# ---- design 1 ----
Design 1, metal 1:
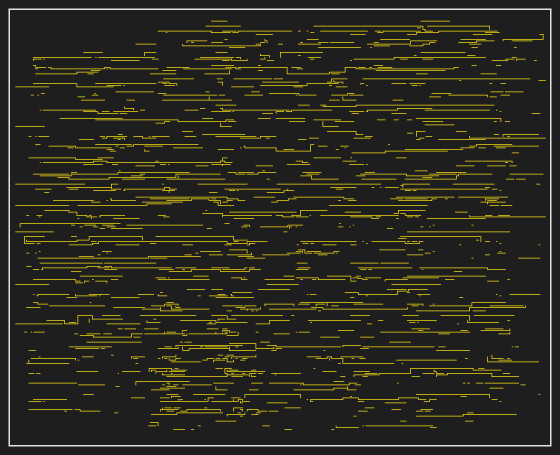

$ cat src/rtl/functions_pkg.sv
// Shared elaboration-time helper functions for RisKy1 blocks.
package functions_pkg;

  // Number of bits needed to hold the unsigned value 'value' (at least 1).
  function automatic int bit_size(input int value);
    int result;
    result = 1;
    for (int i = 1; i < 31; i++) begin
      if ((value >> i) != 0) begin
        result = i + 1;
      end
    end
    return result;
  endfunction

endpackage

$ cat src/rtl/skid_fifo_if.sv
// Valid/ready handshake bundle for both sides of skid_fifo.
// slave: the FIFO itself; master: the surrounding pipeline stages.
interface skid_fifo_if #(
  parameter int WIDTH = 32
);
  logic             wr_valid_in;
  logic [WIDTH-1:0] wr_data_in;
  logic             wr_ready_out;
  logic             rd_valid_out;
  logic [WIDTH-1:0] rd_data_out;
  logic             rd_ready_in;

  modport slave (
    input  wr_valid_in,
    input  wr_data_in,
    output wr_ready_out,
    output rd_valid_out,
    output rd_data_out,
    input  rd_ready_in
  );

  modport master (
    output wr_valid_in,
    output wr_data_in,
    input  wr_ready_out,
    input  rd_valid_out,
    input  rd_data_out,
    output rd_ready_in
  );
endinterface

$ cat src/rtl/skid_fifo_wrap_ptr.sv
// Registered circular pointer over 0..DEPTH-1 with explicit wrap, so
// non-power-of-2 depths work without relying on binary overflow.
module wrap_ptr
  import functions_pkg::*;
#(
  parameter int DEPTH = 4
) (
  input  logic                          clk_in,
  input  logic                          reset_in,
  input  logic                          clr,
  input  logic                          inc,
  output logic [bit_size(DEPTH-1)-1:0]  ptr
);

  localparam int PTR_W = bit_size(DEPTH - 1);
  localparam logic [PTR_W-1:0] LAST = PTR_W'(DEPTH - 1);

  // Pointer register: clear wins over increment, wrap from LAST to zero.
  always_ff @(posedge clk_in or posedge reset_in) begin
    if (reset_in) begin
      ptr <= '0;
    end else if (clr) begin
      ptr <= '0;
    end else if (inc) begin
      if (ptr == LAST) begin
        ptr <= '0;
      end else begin
        ptr <= ptr + PTR_W'(1);
      end
    end
  end

endmodule

$ cat src/rtl/skid_fifo.sv
// skid_fifo: synchronous first-word-fall-through FIFO with valid/ready
// on both sides. Upstream is stalled only when the queue is full; the
// ready output never depends combinationally on the downstream ready.
// Optional build macro SKID_FIFO_HWM_EN adds hwm_out, the maximum
// occupancy seen since reset (not cleared by flush).
module skid_fifo
  import functions_pkg::*;
#(
  parameter int DEPTH = 4,
  parameter int WIDTH = 32
) (
  input  logic                       clk_in,
  input  logic                       reset_in,
  input  logic                       flush_in,
  skid_fifo_if.slave                 bus,
  output logic [bit_size(DEPTH)-1:0] count_out,
  output logic                       full_out,
  output logic                       empty_out
`ifdef SKID_FIFO_HWM_EN
  ,output logic [bit_size(DEPTH)-1:0] hwm_out
`endif
);

  localparam int PTR_W = bit_size(DEPTH - 1);
  localparam int CNT_W = bit_size(DEPTH);

  logic [PTR_W-1:0] wr_ptr;
  logic [PTR_W-1:0] rd_ptr;
  logic [CNT_W-1:0] count;
  logic [WIDTH-1:0] mem [DEPTH];
  logic             full;
  logic             empty;
  logic             wr_fire;
  logic             rd_fire;

  assign full    = (count == CNT_W'(DEPTH));
  assign empty   = (count == CNT_W'(0));
  assign wr_fire = bus.wr_valid_in && !full;
  assign rd_fire = bus.rd_ready_in && !empty;

  wrap_ptr #(.DEPTH(DEPTH)) u_wr_ptr (
    .clk_in   (clk_in),
    .reset_in (reset_in),
    .clr      (flush_in),
    .inc      (wr_fire),
    .ptr      (wr_ptr)
  );

  wrap_ptr #(.DEPTH(DEPTH)) u_rd_ptr (
    .clk_in   (clk_in),
    .reset_in (reset_in),
    .clr      (flush_in),
    .inc      (rd_fire),
    .ptr      (rd_ptr)
  );

  // Occupancy: flush empties; simultaneous read and write leaves it unchanged.
  always_ff @(posedge clk_in or posedge reset_in) begin
    if (reset_in) begin
      count <= '0;
    end else if (flush_in) begin
      count <= '0;
    end else begin
      case ({wr_fire, rd_fire})
        2'b10:   count <= count + CNT_W'(1);
        2'b01:   count <= count - CNT_W'(1);
        default: count <= count;
      endcase
    end
  end

  // Storage is not reset; a write coinciding with a flush is dropped.
  always_ff @(posedge clk_in) begin
    if (wr_fire && !flush_in) begin
      mem[wr_ptr] <= bus.wr_data_in;
    end
  end

  // Status and handshake outputs derived from registered state only.
  always_comb begin
    count_out        = count;
    full_out         = full;
    empty_out        = empty;
    bus.wr_ready_out = !full;
    bus.rd_valid_out = !empty;
    if (empty) begin
      bus.rd_data_out = '0;
    end else begin
      bus.rd_data_out = mem[rd_ptr];
    end
  end

`ifdef SKID_FIFO_HWM_EN
  logic [CNT_W-1:0] hwm;

  // High-water mark: follows count upward, cleared only by reset.
  always_ff @(posedge clk_in or posedge reset_in) begin
    if (reset_in) begin
      hwm <= '0;
    end else if (count > hwm) begin
      hwm <= count;
    end
  end

  assign hwm_out = hwm;
`endif

endmodule

$ cat src/flat_wrapper.sv
// flat-port wrapper written by rule: the top's interface ports become plain ports
module skid_fifo_flat import functions_pkg::*;
#(
  parameter int DEPTH = 4,
  parameter int WIDTH = 32
)
  (clk_in, reset_in, flush_in, count_out, full_out, empty_out, bus_wr_valid_in, bus_wr_data_in, bus_wr_ready_out, bus_rd_valid_out, bus_rd_data_out, bus_rd_ready_in);
  skid_fifo_if #(.WIDTH(WIDTH)) bus_i ();
  input  logic clk_in;
  input  logic reset_in;
  input  logic flush_in;
  output logic [bit_size(DEPTH)-1:0] count_out;
  output logic full_out;
  output logic empty_out;
  input wire logic [$bits(bus_i.wr_valid_in)-1:0] bus_wr_valid_in;
  input wire logic [$bits(bus_i.wr_data_in)-1:0] bus_wr_data_in;
  output wire logic [$bits(bus_i.wr_ready_out)-1:0] bus_wr_ready_out;
  output wire logic [$bits(bus_i.rd_valid_out)-1:0] bus_rd_valid_out;
  output wire logic [$bits(bus_i.rd_data_out)-1:0] bus_rd_data_out;
  input wire logic [$bits(bus_i.rd_ready_in)-1:0] bus_rd_ready_in;
  assign bus_i.wr_valid_in = bus_wr_valid_in;
  assign bus_i.wr_data_in = bus_wr_data_in;
  assign bus_wr_ready_out = bus_i.wr_ready_out;
  assign bus_rd_valid_out = bus_i.rd_valid_out;
  assign bus_rd_data_out = bus_i.rd_data_out;
  assign bus_i.rd_ready_in = bus_rd_ready_in;
  skid_fifo #(.DEPTH(DEPTH), .WIDTH(WIDTH)) u_core (.clk_in(clk_in), .reset_in(reset_in), .flush_in(flush_in), .bus(bus_i), .count_out(count_out), .full_out(full_out), .empty_out(empty_out));
endmodule
$ cat config.mk
export PLATFORM = sky130hd
export DESIGN_NAME = skid_fifo_flat
export DESIGN_NICKNAME = d
export VERILOG_FILES = /design/src/rtl/functions_pkg.sv /design/src/rtl/skid_fifo_if.sv /design/src/rtl/skid_fifo_wrap_ptr.sv /design/src/rtl/skid_fifo.sv /design/src/flat_wrapper.sv
export SDC_FILE = /design/constraint.sdc
export NUM_CORES = 1
export LEC_CHECK = 0
export CORE_ASPECT_RATIO = 0.8
export CORE_MARGIN = 1.5
export CORE_UTILIZATION = 58
export CTS_BUF_LIST = sky130_fd_sc_hd__clkbuf_4 sky130_fd_sc_hd__clkbuf_8 sky130_fd_sc_hd__clkbuf_16
export CTS_CLUSTER_SIZE = 25
export DETAILED_ROUTE_END_ITERATION = 10
export GPL_TIMING_DRIVEN = 1
export PLACE_DENSITY_LB_ADDON = 0.3
export SYNTH_ARGS = -nofsm -noshare
export SYNTH_HDL_FRONTEND = slang
export SYNTH_SLANG_ARGS = --single-unit
export TNS_END_PERCENT = 20
$ cat constraint.sdc
create_clock -name clk_in -period 5 [get_ports clk_in]
set_clock_uncertainty 0.2 [all_clocks]
set_input_delay 1 -clock clk_in [delete_from_list [all_inputs] [get_ports clk_in]]
set_output_delay 1 -clock clk_in [all_outputs]
set_load 0.01 [all_outputs]
# ---- design 2 ----
==> src/rtl/arb_pkg.sv <==
// rtl/arb_pkg.sv - shared types and helpers for the 4-way priority arbiter
//
// Purpose: FSM state encoding, arbitration mode constants and an index to
// one-hot helper used by the arbiter top and its testbench.
// Ports: none (package).

package arb_pkg;

  typedef enum logic [1:0] {
    IDLE  = 2'd0,
    GRANT = 2'd1,
    GAP   = 2'd2
  } arb_state_t;

  localparam int RR_FIXED = 0;
  localparam int RR_ROUND = 1;

  function automatic logic [3:0] id_to_onehot(input logic [1:0] id);
    return 4'b0001 << id;
  endfunction

endpackage

==> src/rtl/prio_arbiter4_if.sv <==
// rtl/prio_arbiter4_if.sv - request/grant bundle between agents and the arbiter
//
// Purpose: groups the request/grant handshake of the 4-way arbiter.
// Signals:
//   req       4  level request per requester
//   gnt       4  one-hot grant
//   gnt_id    2  encoded grantee index (valid when gnt_valid)
//   gnt_valid 1  any grant active
//   preempt   1  pulse in the gap cycle after a timeout preemption
// Modports: master = requesting side, slave = arbiter side.

interface prio_arbiter4_if;
  logic [3:0] req;
  logic [3:0] gnt;
  logic [1:0] gnt_id;
  logic       gnt_valid;
  logic       preempt;

  modport master (
    output req,
    input  gnt,
    input  gnt_id,
    input  gnt_valid,
    input  preempt
  );

  modport slave (
    input  req,
    output gnt,
    output gnt_id,
    output gnt_valid,
    output preempt
  );
endinterface

==> src/rtl/prio_enc4_rot.sv <==
// rtl/prio_enc4_rot.sv - combinational rotated 4-input priority encoder
//
// Purpose: picks the first set bit of (req & ~mask), scanning from index
// base downward with wrap-around (base, base-1, base-2, base-3 mod 4).
// Ports:
//   req   in  4  request vector
//   base  in  2  index with highest priority
//   mask  in  4  requesters excluded from selection
//   any   out 1  some unmasked request is set
//   idx   out 2  winning index (0 when any=0)

module prio_enc4_rot (
  input  logic [3:0] req,
  input  logic [1:0] base,
  input  logic [3:0] mask,
  output logic       any,
  output logic [1:0] idx
);

  logic [3:0] cand;
  logic [1:0] pos;

  always_comb begin
    any  = 1'b0;
    idx  = 2'd0;
    pos  = 2'd0;
    cand = req & ~mask;
    // Walk from lowest to highest priority so the highest-priority hit is
    // the last one written.
    for (int k = 3; k >= 0; k--) begin
      pos = base - 2'(k);
      if (cand[pos]) begin
        any = 1'b1;
        idx = pos;
      end
    end
  end

endmodule

==> src/rtl/prio_arbiter4.sv <==
// rtl/prio_arbiter4.sv - sequential 4-way arbiter with optional round-robin and hold timer
//
// Purpose: grants one shared resource to one of four requesters. Grants are
// held while the owner's request stays high, and every change of owner goes
// through a single gap cycle with no grant. With MAX_HOLD>0 an owner is
// preempted after MAX_HOLD grant cycles if another requester is waiting.
// Ports:
//   clk    in  1  rising-edge clock
//   rst_n  in  1  synchronous active-low reset
//   bus    slave modport of prio_arbiter4_if (req in; gnt, gnt_id,
//          gnt_valid, preempt out, all registered)

module prio_arbiter4
  import arb_pkg::*;
#(
  parameter int RR_MODE  = RR_FIXED,
  parameter int MAX_HOLD = 16
) (
  input  logic              clk,
  input  logic              rst_n,
  prio_arbiter4_if.slave    bus
);

  localparam int CNT_W = (MAX_HOLD > 0) ? $clog2(MAX_HOLD + 1) : 1;
  localparam int HOLD_LAST_I = (MAX_HOLD > 0) ? MAX_HOLD - 1 : 0;
  localparam logic [CNT_W-1:0] HOLD_LAST = CNT_W'(HOLD_LAST_I);
  localparam logic [CNT_W-1:0] HOLD_MAX  = CNT_W'(MAX_HOLD);

  arb_state_t       state;
  logic [3:0]       gnt_r;
  logic [1:0]       gnt_id_r;
  logic             gnt_valid_r;
  logic             preempt_r;
  logic [CNT_W-1:0] hold_cnt;
  logic [1:0]       last_id;

  logic [1:0] base;
  logic [3:0] sel_mask;
  logic       sel_any;
  logic [1:0] sel_idx;
  logic       owner_release;
  logic       others_wait;
  logic       timeout;

  // Fixed mode always starts the scan at 3; round-robin starts just below
  // the last grantee so it becomes lowest priority.
  assign base = (RR_MODE == RR_ROUND) ? (last_id - 2'd1) : 2'd3;

  // preempt_r is only ever high during the gap after a timeout, and last_id
  // still names the preempted owner at that point.
  assign sel_mask = preempt_r ? id_to_onehot(last_id) : 4'b0000;

  prio_enc4_rot u_enc (
    .req  (bus.req),
    .base (base),
    .mask (sel_mask),
    .any  (sel_any),
    .idx  (sel_idx)
  );

  assign owner_release = (bus.req[gnt_id_r] != 1'b1);
  assign others_wait   = |(bus.req & ~gnt_r);
  assign timeout       = (MAX_HOLD > 0) && (hold_cnt == HOLD_LAST) && others_wait;

  always_ff @(posedge clk) begin
    if (!rst_n) begin
      state       <= IDLE;
      gnt_r       <= 4'b0000;
      gnt_id_r    <= 2'd0;
      gnt_valid_r <= 1'b0;
      preempt_r   <= 1'b0;
      hold_cnt    <= '0;
      last_id     <= 2'd0;
    end else begin
      preempt_r <= 1'b0;
      case (state)
        IDLE, GAP: begin
          if (sel_any) begin
            state       <= GRANT;
            gnt_r       <= id_to_onehot(sel_idx);
            gnt_id_r    <= sel_idx;
            gnt_valid_r <= 1'b1;
            last_id     <= sel_idx;
            hold_cnt    <= '0;
          end else begin
            state <= IDLE;
          end
        end
        GRANT: begin
          if (owner_release || timeout) begin
            state       <= GAP;
            gnt_r       <= 4'b0000;
            gnt_valid_r <= 1'b0;
            // A release on the timeout cycle wins: no preemption reported.
            preempt_r   <= !owner_release;
          end else if (hold_cnt != HOLD_MAX) begin
            hold_cnt <= hold_cnt + 1'b1;
          end
        end
        default: state <= IDLE;
      endcase
    end
  end

  assign bus.gnt       = gnt_r;
  assign bus.gnt_id    = gnt_id_r;
  assign bus.gnt_valid = gnt_valid_r;
  assign bus.preempt   = preempt_r;

endmodule

==> src/flat_wrapper.sv <==
// flat-port wrapper written by rule: the top's interface ports become plain ports
module prio_arbiter4_flat import arb_pkg::*;
#(
  parameter int RR_MODE  = RR_FIXED,
  parameter int MAX_HOLD = 16
)
  (clk, rst_n, bus_req, bus_gnt, bus_gnt_id, bus_gnt_valid, bus_preempt);
  prio_arbiter4_if bus_i ();
  input  logic clk;
  input  logic rst_n;
  input wire logic [$bits(bus_i.req)-1:0] bus_req;
  output wire logic [$bits(bus_i.gnt)-1:0] bus_gnt;
  output wire logic [$bits(bus_i.gnt_id)-1:0] bus_gnt_id;
  output wire logic [$bits(bus_i.gnt_valid)-1:0] bus_gnt_valid;
  output wire logic [$bits(bus_i.preempt)-1:0] bus_preempt;
  assign bus_i.req = bus_req;
  assign bus_gnt = bus_i.gnt;
  assign bus_gnt_id = bus_i.gnt_id;
  assign bus_gnt_valid = bus_i.gnt_valid;
  assign bus_preempt = bus_i.preempt;
  prio_arbiter4 #(.RR_MODE(RR_MODE), .MAX_HOLD(MAX_HOLD)) u_core (.clk(clk), .rst_n(rst_n), .bus(bus_i));
endmodule
==> config.mk <==
export PLATFORM = sky130hd
export DESIGN_NAME = prio_arbiter4_flat
export DESIGN_NICKNAME = d
export VERILOG_FILES = /design/src/rtl/arb_pkg.sv /design/src/rtl/prio_arbiter4_if.sv /design/src/rtl/prio_enc4_rot.sv /design/src/rtl/prio_arbiter4.sv /design/src/flat_wrapper.sv
export SDC_FILE = /design/constraint.sdc
export NUM_CORES = 1
export LEC_CHECK = 0
export ABC_AREA = 1
export CAP_MARGIN = 5
export CORE_MARGIN = 2
export CORE_UTILIZATION = 51
export CTS_CLUSTER_DIAMETER = 50
export DETAILED_ROUTE_END_ITERATION = 6
export HOLD_SLACK_MARGIN = 0.15
export PLACE_DENSITY = 0.89
export SYNTH_ARGS = -nofsm -noshare
export SYNTH_HDL_FRONTEND = slang
export SYNTH_SLANG_ARGS = --single-unit
==> constraint.sdc <==
create_clock -name clk -period 2.1 [get_ports clk]
set_clock_uncertainty 0.2 [all_clocks]
set_input_delay 0.315 -clock clk [delete_from_list [all_inputs] [get_ports clk]]
set_output_delay 0.315 -clock clk [all_outputs]
set_load 0.1 [all_outputs]
# ---- design 3 ----
## config.mk

```make
export PLATFORM = sky130hd
export DESIGN_NAME = hif_fir_reader
export DESIGN_NICKNAME = d
export VERILOG_FILES = /design/src/rtl/hif_fir_reader.sv
export SDC_FILE = /design/constraint.sdc
export NUM_CORES = 1
export LEC_CHECK = 0
export ABC_AREA = 1
export CORE_MARGIN = 4
export CORE_UTILIZATION = 35
export DETAILED_ROUTE_END_ITERATION = 10
export PLACE_DENSITY = 0.63
export SLEW_MARGIN = 20
export SYNTH_ARGS = -nofsm -noshare
export SYNTH_HDL_FRONTEND = slang
export SYNTH_SLANG_ARGS = --single-unit
```

## constraint.sdc

```tcl
create_clock -name clk -period 5.1 [get_ports clk]
set_input_delay 0.51 -clock clk [delete_from_list [all_inputs] [get_ports clk]]
set_output_delay 0.51 -clock clk [all_outputs]
set_load 0.01 [all_outputs]
```

## src/rtl/hif_fir_reader.sv

```systemverilog
// Read sequencer and MAC engine for the high-frequency sample queue: walks a
// TAPS-long window from the oldest pointer and emits one saturated filtered sample.
module hif_fir_reader #(
    parameter int DEPTH = 1536,
    parameter int TAPS  = 1021,
    parameter int AW    = 11,
    parameter int CW    = 10
) (
    input  logic                 clk,
    input  logic                 rst_n,
    input  logic                 wrt_smpl,
    input  logic                 queue_full,
    input  logic [AW-1:0]        oldest_ptr,
    output logic [AW-1:0]        raddr,
    input  logic signed [15:0]   rdata,
    output logic [CW-1:0]        coeff_addr,
    input  logic signed [15:0]   coeff,
    output logic [15:0]          smpl_out,
    output logic                 valid,
    output logic                 busy,
    output logic                 overrun
);

    localparam int                 CNTW      = $clog2(TAPS + 1);
    localparam logic [AW-1:0]      LAST_ADDR = AW'(DEPTH - 1);
    localparam logic [CNTW-1:0]    LAST_CNT  = CNTW'(TAPS - 1);
    localparam logic signed [41:0] SAT_HI    = 42'sd32767;
    localparam logic signed [41:0] SAT_LO    = -42'sd32768;

    typedef enum logic [1:0] {IDLE, RUN, DRAIN, DONE} state_t;

    state_t                state;
    logic [CNTW-1:0]       cnt;
    logic                  pipe_valid;
    logic signed [41:0]    acc;
    logic signed [31:0]    prod;
    logic signed [41:0]    acc_next;
    logic signed [41:0]    scaled;
    logic [15:0]           sat_val;

    // Data returns one cycle after issue, so pipe_valid qualifies the product
    // and the DRAIN-cycle result is folded in before it is registered.
    always_comb begin
        prod     = rdata * coeff;
        acc_next = pipe_valid ? (acc + $signed({{10{prod[31]}}, prod})) : acc;
        scaled   = acc_next >>> 15;
        if (scaled > SAT_HI)
            sat_val = 16'h7FFF;
        else if (scaled < SAT_LO)
            sat_val = 16'h8000;
        else
            sat_val = scaled[15:0];
    end

    always_ff @(posedge clk or negedge rst_n) begin
        if (!rst_n) begin
            state      <= IDLE;
            raddr      <= '0;
            coeff_addr <= '0;
            smpl_out   <= '0;
            valid      <= 1'b0;
            busy       <= 1'b0;
            overrun    <= 1'b0;
            acc        <= '0;
            cnt        <= '0;
            pipe_valid <= 1'b0;
        end else begin
            pipe_valid <= (state == RUN);
            acc        <= acc_next;
            valid      <= 1'b0;
            if (wrt_smpl && state != IDLE)
                overrun <= 1'b1;

            case (state)
                IDLE: begin
                    if (wrt_smpl && queue_full) begin
                        raddr      <= oldest_ptr;
                        coeff_addr <= '0;
                        acc        <= '0;
                        cnt        <= '0;
                        busy       <= 1'b1;
                        state      <= RUN;
                    end
                end
                RUN: begin
                    raddr      <= (raddr == LAST_ADDR) ? '0 : raddr + 1'b1;
                    coeff_addr <= coeff_addr + 1'b1;
                    cnt        <= cnt + 1'b1;
                    if (cnt == LAST_CNT)
                        state <= DRAIN;
                end
                DRAIN: begin
                    smpl_out <= sat_val;
                    valid    <= 1'b1;
                    state    <= DONE;
                end
                DONE: begin
                    busy  <= 1'b0;
                    state <= IDLE;
                end
                default: state <= IDLE;
            endcase
        end
    end

endmodule

```

# ---- design 4 ----
**config.mk**
```make
export PLATFORM = sky130hd
export DESIGN_NAME = train_sensor_conditioner
export DESIGN_NICKNAME = d
export VERILOG_FILES = /design/src/rtl/train_sensor_conditioner.sv
export SDC_FILE = /design/constraint.sdc
export NUM_CORES = 1
export LEC_CHECK = 0
export CAP_MARGIN = 10
export CORE_ASPECT_RATIO = 1.4
export CORE_MARGIN = 8
export CORE_UTILIZATION = 40
export CTS_CLUSTER_DIAMETER = 30
export DETAILED_ROUTE_END_ITERATION = 16
export GPL_ROUTABILITY_DRIVEN = 1
export GPL_TIMING_DRIVEN = 1
export HOLD_SLACK_MARGIN = 0.06
export PLACE_DENSITY = 0.71
export SLEW_MARGIN = 5
export SYNTH_ARGS = -nofsm -noshare
export SYNTH_HDL_FRONTEND = slang
export SYNTH_SLANG_ARGS = --single-unit
export TNS_END_PERCENT = 100
```
**constraint.sdc**
```tcl
create_clock -name clk -period 4.5 [get_ports clk]
set_clock_uncertainty 0.05 [all_clocks]
set_input_delay 0.9 -clock clk [delete_from_list [all_inputs] [get_ports clk]]
set_output_delay 0.9 -clock clk [all_outputs]
set_load 0.05 [all_outputs]
```
**src/rtl/train_sensor_conditioner.sv**
```systemverilog
// Track-sensor input conditioning: two-flop synchronizer, per-channel debounce,
// rising-edge event capture and a level/ack handshake toward the train controller.
module train_sensor_conditioner #(
    parameter int NUM_SENSORS     = 4,
    parameter int DEBOUNCE_CYCLES = 16,
    parameter int ID_W            = (NUM_SENSORS > 1) ? $clog2(NUM_SENSORS) : 1,
    parameter int CNT_W           = (DEBOUNCE_CYCLES > 1) ? $clog2(DEBOUNCE_CYCLES) : 1
) (
    input  logic                   clk,
    input  logic                   rst_n,
    input  logic [NUM_SENSORS-1:0] sensor_raw,
    input  logic                   ack,
    input  logic                   clear_overrun,
    output logic                   y,
    output logic [ID_W-1:0]        sensor_id,
    output logic [NUM_SENSORS-1:0] sensor_level,
    output logic                   overrun
);

    localparam logic [CNT_W-1:0] CNT_ZERO = {CNT_W{1'b0}};
    localparam logic [CNT_W-1:0] CNT_ONE  = CNT_W'(1);
    localparam logic [CNT_W-1:0] CNT_MAX  = CNT_W'(DEBOUNCE_CYCLES - 1);

    logic [NUM_SENSORS-1:0] s1_r;
    logic [NUM_SENSORS-1:0] s2_r;
    logic [NUM_SENSORS-1:0] stable_r;
    logic [NUM_SENSORS-1:0] pending_r;
    logic [CNT_W-1:0]       cnt_r [NUM_SENSORS];
    logic                   overrun_r;

    logic [NUM_SENSORS-1:0] rise_s;
    logic [NUM_SENSORS-1:0] ack_hit_s;
    logic                   y_s;
    logic [ID_W-1:0]        id_s;
    logic                   overrun_set_s;

    // Two-flop synchronizer on every raw sensor line.
    always_ff @(posedge clk or negedge rst_n) begin
        if (!rst_n) begin
            s1_r <= {NUM_SENSORS{1'b0}};
            s2_r <= {NUM_SENSORS{1'b0}};
        end else begin
            s1_r <= sensor_raw;
            s2_r <= s1_r;
        end
    end

    // Debounce: a differing level must persist DEBOUNCE_CYCLES edges before it is accepted.
    always_ff @(posedge clk or negedge rst_n) begin
        if (!rst_n) begin
            stable_r <= {NUM_SENSORS{1'b0}};
            for (int i = 0; i < NUM_SENSORS; i++) begin
                cnt_r[i] <= CNT_ZERO;
            end
        end else begin
            for (int i = 0; i < NUM_SENSORS; i++) begin
                if (s2_r[i] == stable_r[i]) begin
                    cnt_r[i] <= CNT_ZERO;
                end else if (cnt_r[i] == CNT_MAX) begin
                    stable_r[i] <= s2_r[i];
                    cnt_r[i]    <= CNT_ZERO;
                end else begin
                    cnt_r[i] <= cnt_r[i] + CNT_ONE;
                end
            end
        end
    end

    // Rising acceptances coincide with the edge that sets stable.
    always_comb begin
        rise_s = {NUM_SENSORS{1'b0}};
        for (int i = 0; i < NUM_SENSORS; i++) begin
            rise_s[i] = s2_r[i] && (s2_r[i] != stable_r[i]) && (cnt_r[i] == CNT_MAX);
        end
    end

    // Presented event: lowest pending index wins; scan downward so the last hit is the lowest.
    always_comb begin
        y_s  = |pending_r;
        id_s = {ID_W{1'b0}};
        for (int i = NUM_SENSORS - 1; i >= 0; i--) begin
            id_s = pending_r[i] ? ID_W'(i) : id_s;
        end
    end

    // Decode which channel (if any) the controller is acknowledging this cycle.
    always_comb begin
        ack_hit_s = {NUM_SENSORS{1'b0}};
        for (int i = 0; i < NUM_SENSORS; i++) begin
            ack_hit_s[i] = ack && y_s && (id_s == ID_W'(i));
        end
        overrun_set_s = |(rise_s & pending_r & ~ack_hit_s);
    end

    // Pending events: a new rise beats a same-cycle ack so it is never dropped.
    always_ff @(posedge clk or negedge rst_n) begin
        if (!rst_n) begin
            pending_r <= {NUM_SENSORS{1'b0}};
        end else begin
            for (int i = 0; i < NUM_SENSORS; i++) begin
                if (rise_s[i]) begin
                    pending_r[i] <= 1'b1;
                end else if (ack_hit_s[i]) begin
                    pending_r[i] <= 1'b0;
                end else begin
                    pending_r[i] <= pending_r[i];
                end
            end
        end
    end

    // Sticky overrun; a new loss outranks a simultaneous clear.
    always_ff @(posedge clk or negedge rst_n) begin
        if (!rst_n) begin
            overrun_r <= 1'b0;
        end else if (overrun_set_s) begin
            overrun_r <= 1'b1;
        end else if (clear_overrun) begin
            overrun_r <= 1'b0;
        end else begin
            overrun_r <= overrun_r;
        end
    end

    assign y            = y_s;
    assign sensor_id    = id_s;
    assign sensor_level = stable_r;
    assign overrun      = overrun_r;

endmodule

```
Design 4, metal 1:
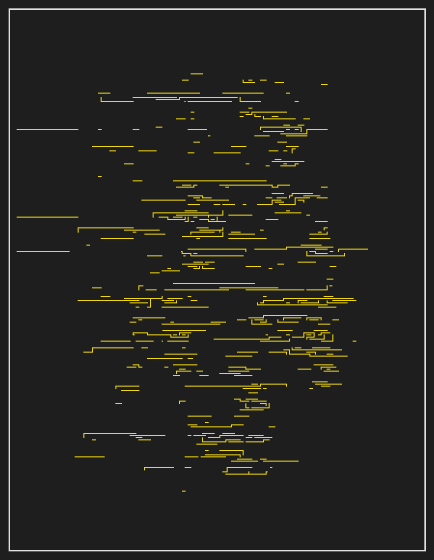
wire length on this layer = 972 microns
main direction = horizontal
longest straight run = 14.7 microns
routed via count: 948
routed wire length: 2.389 mm
met1 track demand over resource: 9.580%

==> out/writeup.txt, design 4 <==
The run finished with clean final reports. The register with the most flip-flops in the layout has 16 of them. TritonCTS reports the number of clock sinks as 33. The run gives 1391 sq um as the synthesized chip area reported by yosys. The placer congestion estimate was 0.7664. The tools report the largest net degree at the start of global routing as 34. The tools report the wire length on met2 as 1.163 mm. With the mean instance size in the synthesized netlist at 11.99 sq um, the buffering stage count on the worst path with inverters included is 2. The tools report the via count of the first global-routing pass as 1025. For reference, XOR and XNOR gates occupy 2.518% of the area reported after synthesis. The skew report gives the latency at the later pin of the worst-skew pair as 0.28 ns. Traced cell by cell, the critical path runs through inv_1 > a21oi_1 > nor2_1 > clkdlybuf4s50_1. The combinational gate area was 528.0 sq um.

The initial antenna violation count was 0. The critical path is of the register to output pin type. With the fraction of met3 tracks used by global routing at 5.737%, the fraction of layout cells with a size suffix above 1 is 8.571%. Multi-input gates account for 30.47% of the area. The tools report the cell count after synthesis as 116. For the clock buffer count, the log shows 5. Across all register-to-register paths, the minimum setup slack is 2.99 ns.

The initial detailed-routing violation count is 38. Buffers inserted during clock tree synthesis total 5. The number of synthesized flops with an enable pin was 0; the measured slew at the worst slew-check pin was 0.4999 ns. The floorplan has 25 rows.

The tools report the number of tap cells added at floorplan as 40. In this run the worst path has a maximum fanout of 6. Looking at area per cell type in the netlist, the leader is sky130_fd_sc_hd__dfrtp_1. The reg-to-reg startpoint was cnt_r[8]. The post-synthesis mux area share works out to 2.428%.

For this run, global-route usage on met2 was measured as 16.19%. The clock H-tree reported by CTS has 2 levels. Of the total synthesized cell area, the portion taken by AND-OR and OR-AND cells is 11.15%. The floorplan step defined a die boundary enclosing 5649 sq um. The final report gives the core utilization as 51.78%. The flow measured a signed area growth from synthesis to layout of 24.55%. The antenna diode instance count came out at 0. cnt_r holds more flip-flops than any other register. Yosys reports that the most numerous cell types are sky130_fd_sc_hd__dfrtp_1, sky130_fd_sc_hd__inv_1, sky130_fd_sc_hd__nor2_1. The number of max-cap violations is 0. The number of hold buffers added after CTS was 0.

Gates resized during post-CTS repair numbered 0. The required time of the critical path came out at 3.55 ns. For the worst min-delay path, the startpoint reported by OpenROAD is s1_r[0]. The logs give a warning total of 26.
design 4: per-stage QoR:
step	instances	hold WS (ns)	worst slack [ns]	cell area, sq um
finish	180	0.2974	1.729	1733
global route	180	0.3114	1.608	1733
CTS	180	0.3003	1.727	1733
detailed placement	172	0.2847	2.047	1599
global placement	172	0.2846	2.116	1599
floorplan	116	0.2812	2.021	1391
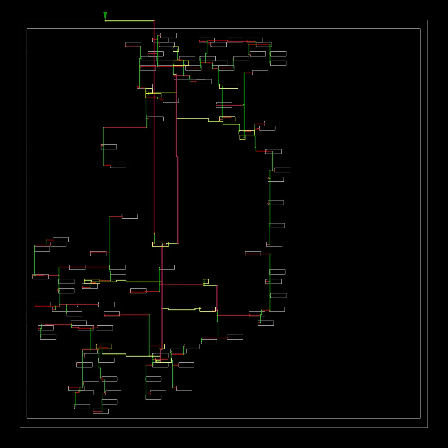
Design 3: clock routing
TritonCTS Sinks: 95
Inserted Clock Buffers: 9
Skew-Pair Late Insertion Delay: 0.38 ns
number of clock buffers in the layout: 9

==> out/writeup.txt, design 3 <==
The launching element of the worst setup path was rdata[15]. The final critical-path setup slack came out at -1.145 ns. In this run, the synthesized area fraction spent on adder and majority cells is recorded as 44.79%. In the final report, the number of endpoints failing setup comes to 46. In this run, synthesis inferred 0 flip-flops with an integrated enable.

The synthesized chip area reported by yosys is 18650 sq um. The flow ran to the end, but the final reports show violations. Largest stage delay on the critical path: 0.65 ns. The logs give 0 for the cts-stage hold buffer count and 22440 sq um for the cell area reported after detailed placement. The tools report the category of the worst setup path launch point as an input port.

Counting instances in the post-synthesis netlist gives the leading cell types as sky130_fd_sc_hd__nand2_1, sky130_fd_sc_hd__inv_1, sky130_fd_sc_hd__fa_1. The inverter count was 698. Yosys reports the multiplexer fraction of the synthesized area as 0%. For this block, the via count after detailed routing is 16447. In the final layout, the fill cell count is 4768. The final hold slack is 0.1542 ns.

The checks that failed: negative setup slack. For the maximum clock insertion buffer count, the log shows 2. The worst register-to-register path depth is 29.

Leaving out fill and tap cells, the most frequent cell in the layout is sky130_fd_sc_hd__inv_1. The first global-routing pass estimated 93.58 mm of wire. The mean instance size in the synthesized netlist is 7.595 sq um. The stage logs contain a warning count of 34.
-- design 3: logic make-up (layout without fill, tap and decap cells) --
logic type	Yosys count	count (layout)
fa+ha+maj	465	465
compound gates	133	133
xor+xnor	19	19
simple gates	962	964
flops	95	95
buf+inv	782	1161
-- design 3: worst reg2reg max path: cells and delay by family, from the launching register on --
| kind | cells | cell delay (ns) |
|---|---|---|
| flops | 1 | 0.37 |
| buf+inv | 6 | 0.50 |
| simple gates | 17 | 1.57 |
| fa+ha+maj | 6 | 2.88 |
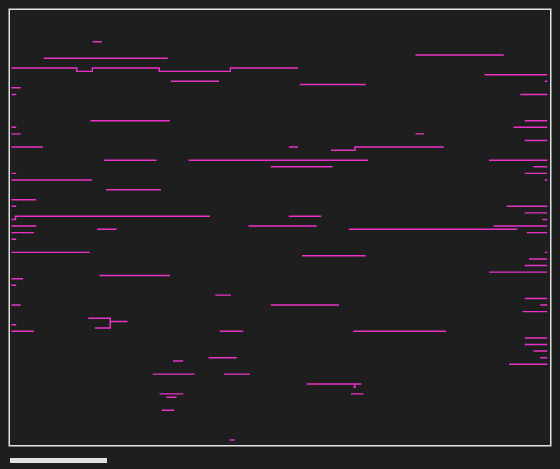
Design 1: met3 routing
The bar under the picture is 20 microns long.
wire length on this layer = 666 microns
nets with wire on the layer = 67

About 'metal 1' of design 1:
nets with wire on the layer = 346
share of all routed wire = 42%

==> out/writeup.txt, design 1 <==
Of the total synthesized cell area, the portion taken by AND, OR, NAND and NOR gates is 6.747%. Per the synthesis report, the AND-OR/OR-AND share of the synthesized area is 1.304%. The number of I/O pins was 76; the post-cts resize count was 0. According to the hold report, the worst path is of the register to register type. Per the post-run analysis, buffers plus inverters along the critical path come to 2. Number of nets at the end of the flow: 396.

The path length in cells of the critical path was 4; the global-route met1 utilization was 29.31%. The clock root buffer was sky130_fd_sc_hd__clkbuf_16. The number of clock buffers inserted by TritonCTS is 17. The clock transition at the register clock pins on the worst setup and hold paths after CTS is 0.06 ns. For met2 alone, demand over resource in global routing was 34.82%. The worst hold path terminates at u_core.u_wr_ptr.ptr[1].

The transition time recorded at the tightest slew-check pin is 1.085 ns. For reference, the mux area share after synthesis is 13.84%. Period utilization: 80.38%. STA classifies the critical path endpoint as an output pin. In this run, post-CTS hold repair placed 0 buffers. The top cell type by area accounts for 70.27% of the synthesized area. The worst hold path begins at u_core.u_wr_ptr.ptr[1]. On the critical path the data arrives at 2.82 ns. Max-cap violations in this run came to 0. The worst-path cell with the longest stage delay is sky130_fd_sc_hd__dfrtp_1.

Die span in y: 89.86 microns. The tools report the insertion delay of the later-clocked pin in the worst-skew pair as 0.41 ns. The flow ran to the end, and the final reports show no timing, DRC or antenna violations.

The tools report the maximum clock insertion buffer count as 2. The global router reports that the layer with the highest usage is met2. Detailed routing placed a total of 666 microns of wire on met3.

Once synthesis finished, the tally of register bits stood at 135. The capture point of the worst path was bus_rd_data_out[6]. Summing every instance area after synthesis gives 5470 sq um.

The post-place setup slack is 1.338 ns. The final hold violation count is 0, and the antenna diode instance count is 0. The tools report the worst flop-to-flop path endpoint as u_core.count_out[2]. The layout has 533 filler cells. The register with the most flip-flops in the layout has 128 of them.
==> design 1: tightest hold or removal path: stages (launching register included) <==
cell and delay [ns]:
sky130_fd_sc_hd__dfrtp_1 0.41, sky130_fd_sc_hd__nand2_1 0.07, sky130_fd_sc_hd__a21oi_1 0.06
==> design 1: layout make-up <==
cell class,instances,share of cell area [%]
Inverter,6,0.3312
Clock inverter,11,1.233
Timing Repair Buffer,79,11.48
Tap cell,115,2.116
Multi-Input combinational cell,114,19.02
Sequential cell,135,59.12
Clock buffer,21,6.697
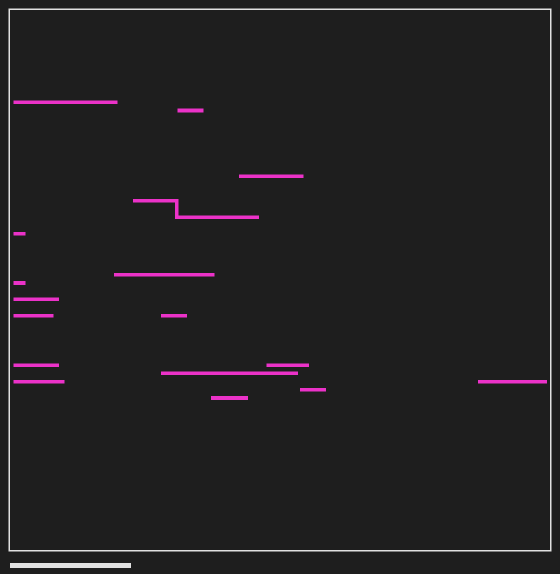
Design 2: met3 routing
The bar under the picture is 10 microns long.
longest straight run = 11.0 microns
nets with wire on the layer = 15
wire length on this layer = 76.0 microns

==> out/writeup.txt, design 2 <==
The logs give 0 for the remaining design rule violation count and 3.277 mm for the first-pass GRT wire length. Before any placement, the netlist area is recorded as 844.6 sq um. The combinational gate area is 454.2 sq um.

The clock transition at the register clock pins on the worst setup and hold paths after CTS is 0.08 ns. Among all cell classes, the greatest summed area belongs to multi-input combinational cells. The arrival time reported for the critical path endpoint is 1.85 ns. The detailed router finished its first iteration with 21 violations.

The aggregate negative setup slack is 0 ns, and the Yosys warning count is 0. Walking the worst path, the cells encountered are ha_1 > nand2_1 > nor2_1 > ha_1 > o21ai_0 > nand4_1 > a21oi_1 > nor2_1. Most frequent cell after synthesis: sky130_fd_sc_hd__nand2_1. For the insertion delay of the later-clocked pin in the worst-skew pair, the log shows 0.28 ns. In the final layout, excluding clock inverters the inverter count is 20. Post-route period utilization is reported as 89.35%. Non-clock buffers make up 12.39% of the layout cell area. Gates resized during post-CTS repair numbered 0. The count of plain and timing-repair buffers was 15. In this run the remaining antenna-violating nets after routing total 0. In this run the tool buffered the top-level ports with 13 buffer cells.

TritonRoute output was used to compute an average wire per cell of 11.36 microns. The first TritonRoute pass finished after 4 iterations. Looking at the clock tree report, the maximum root-to-sink buffer count equals 2. 14 I/O pins were placed.

The fraction of registers with async set/reset is 0%. The flow ran to the end, and the final reports show no timing, DRC or antenna violations. The run gives 18.18% for the fraction of layout cells with a size suffix above 1. In this run the clock root is driven by a sky130_fd_sc_hd__clkbuf_4. In the synthesized netlist the dominant register cell turns out to be sky130_fd_sc_hd__dfxtp_1. After detailed routing, the number of vias per cell comes to 5.377. Counting every net in the synthesized netlist gives 135.

Yosys reports a chip area of 844.6 sq um. With the worst-case register-to-register setup slack at 0.22 ns, the antenna diode instance count is 0. The chip occupies 1998 sq um.

Checking max transition, the worst relative margin is 75.41%. Prior to clock tree synthesis, the placed netlist has a worst setup slack of 0.01975 ns. In this run the biggest area consumer among cell types represents 35.56% of the synthesized area.
[design 2: flip-flops by register name, indices dropped and copies added (netlist names)]
name                  cells
u_core.last_id            2
u_core.bus.gnt_valid      1
u_core.hold_cnt           5
u_core.bus.preempt        1
u_core.state              2
u_core.bus.gnt            4
[design 2: routing by layer]
metal	global-route usage [%]	part of all wire [%]	up-vias
li1	-	-	441
met1	28.43	48	387
met2	35.94	47	25
met3	3.600	4.2	2
met4	10.91	0.77	0
met5	0	0	-
[design 2: critical path: cells and delay by family (launching register included)]
kind	cells	cell delay [ns]
compound gates	2	0.33
simple gates	4	0.51
flops	1	0.35
fa+ha+maj	2	0.39


==> layout pictures side by side <==
Wiring heat map.
panel A
The bar under the picture is 20 microns long. 22 x 18 tiles, from dark blue (low) to red (high), scaled to the fullest tile. Values are wire area over tile area, all layers added.
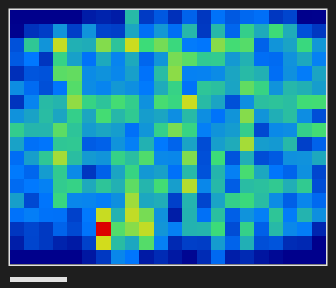
panel B
The bar under the picture is 50 microns long. 24 x 24 tiles, from dark blue (low) to red (high), scaled to the fullest tile. Values are wire area over tile area, all layers added.
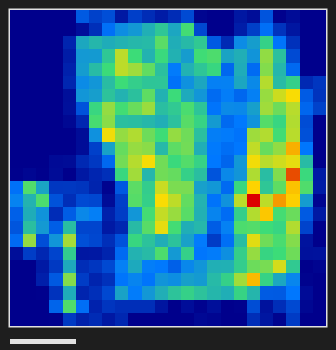
panel C
The bar under the picture is 10 microns long. 9 x 9 tiles, from dark blue (low) to red (high), scaled to the fullest tile. Values are wire area over tile area, all layers added.
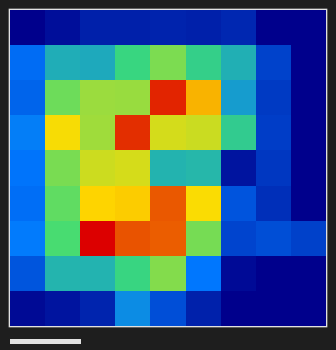
panel D
The bar under the picture is 20 microns long. 13 x 17 tiles, from dark blue (low) to red (high), scaled to the fullest tile. Values are wire area over tile area, all layers added.
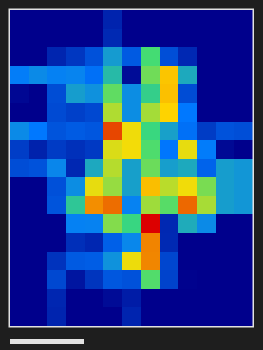
The one with the largest die is panel B.
The one with the smallest die is panel C.
For design 3, see panel B.
For design 1, see panel A.
For design 4, see panel D.
For design 2, see panel C.

Key to panel D:
nearly empty tiles = 42%
mean over tiles = 0.070
fullest tile = 0.35
tiles over half the peak = 15%
emptiest ninth of the die = lower right


## Gallery

Clock routing.
shot_01.png
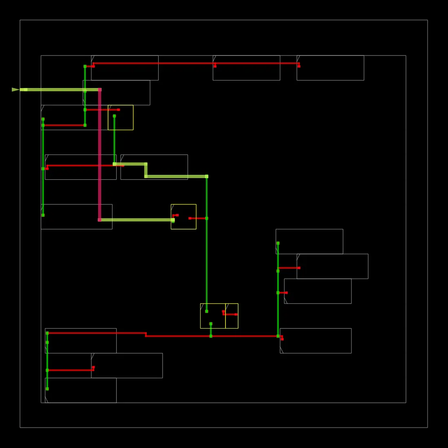
shot_02.png
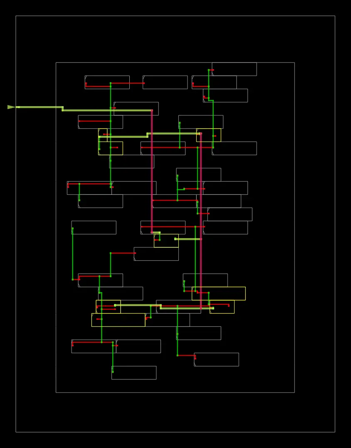
shot_03.png
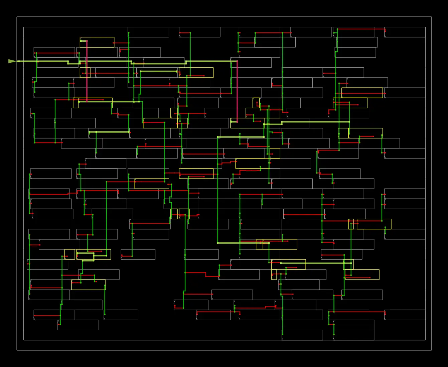
Of these, most sequential cells: shot_03.png
shot_01.png comes from design 2.
shot_02.png comes from design 4.
shot_03.png comes from design 1.

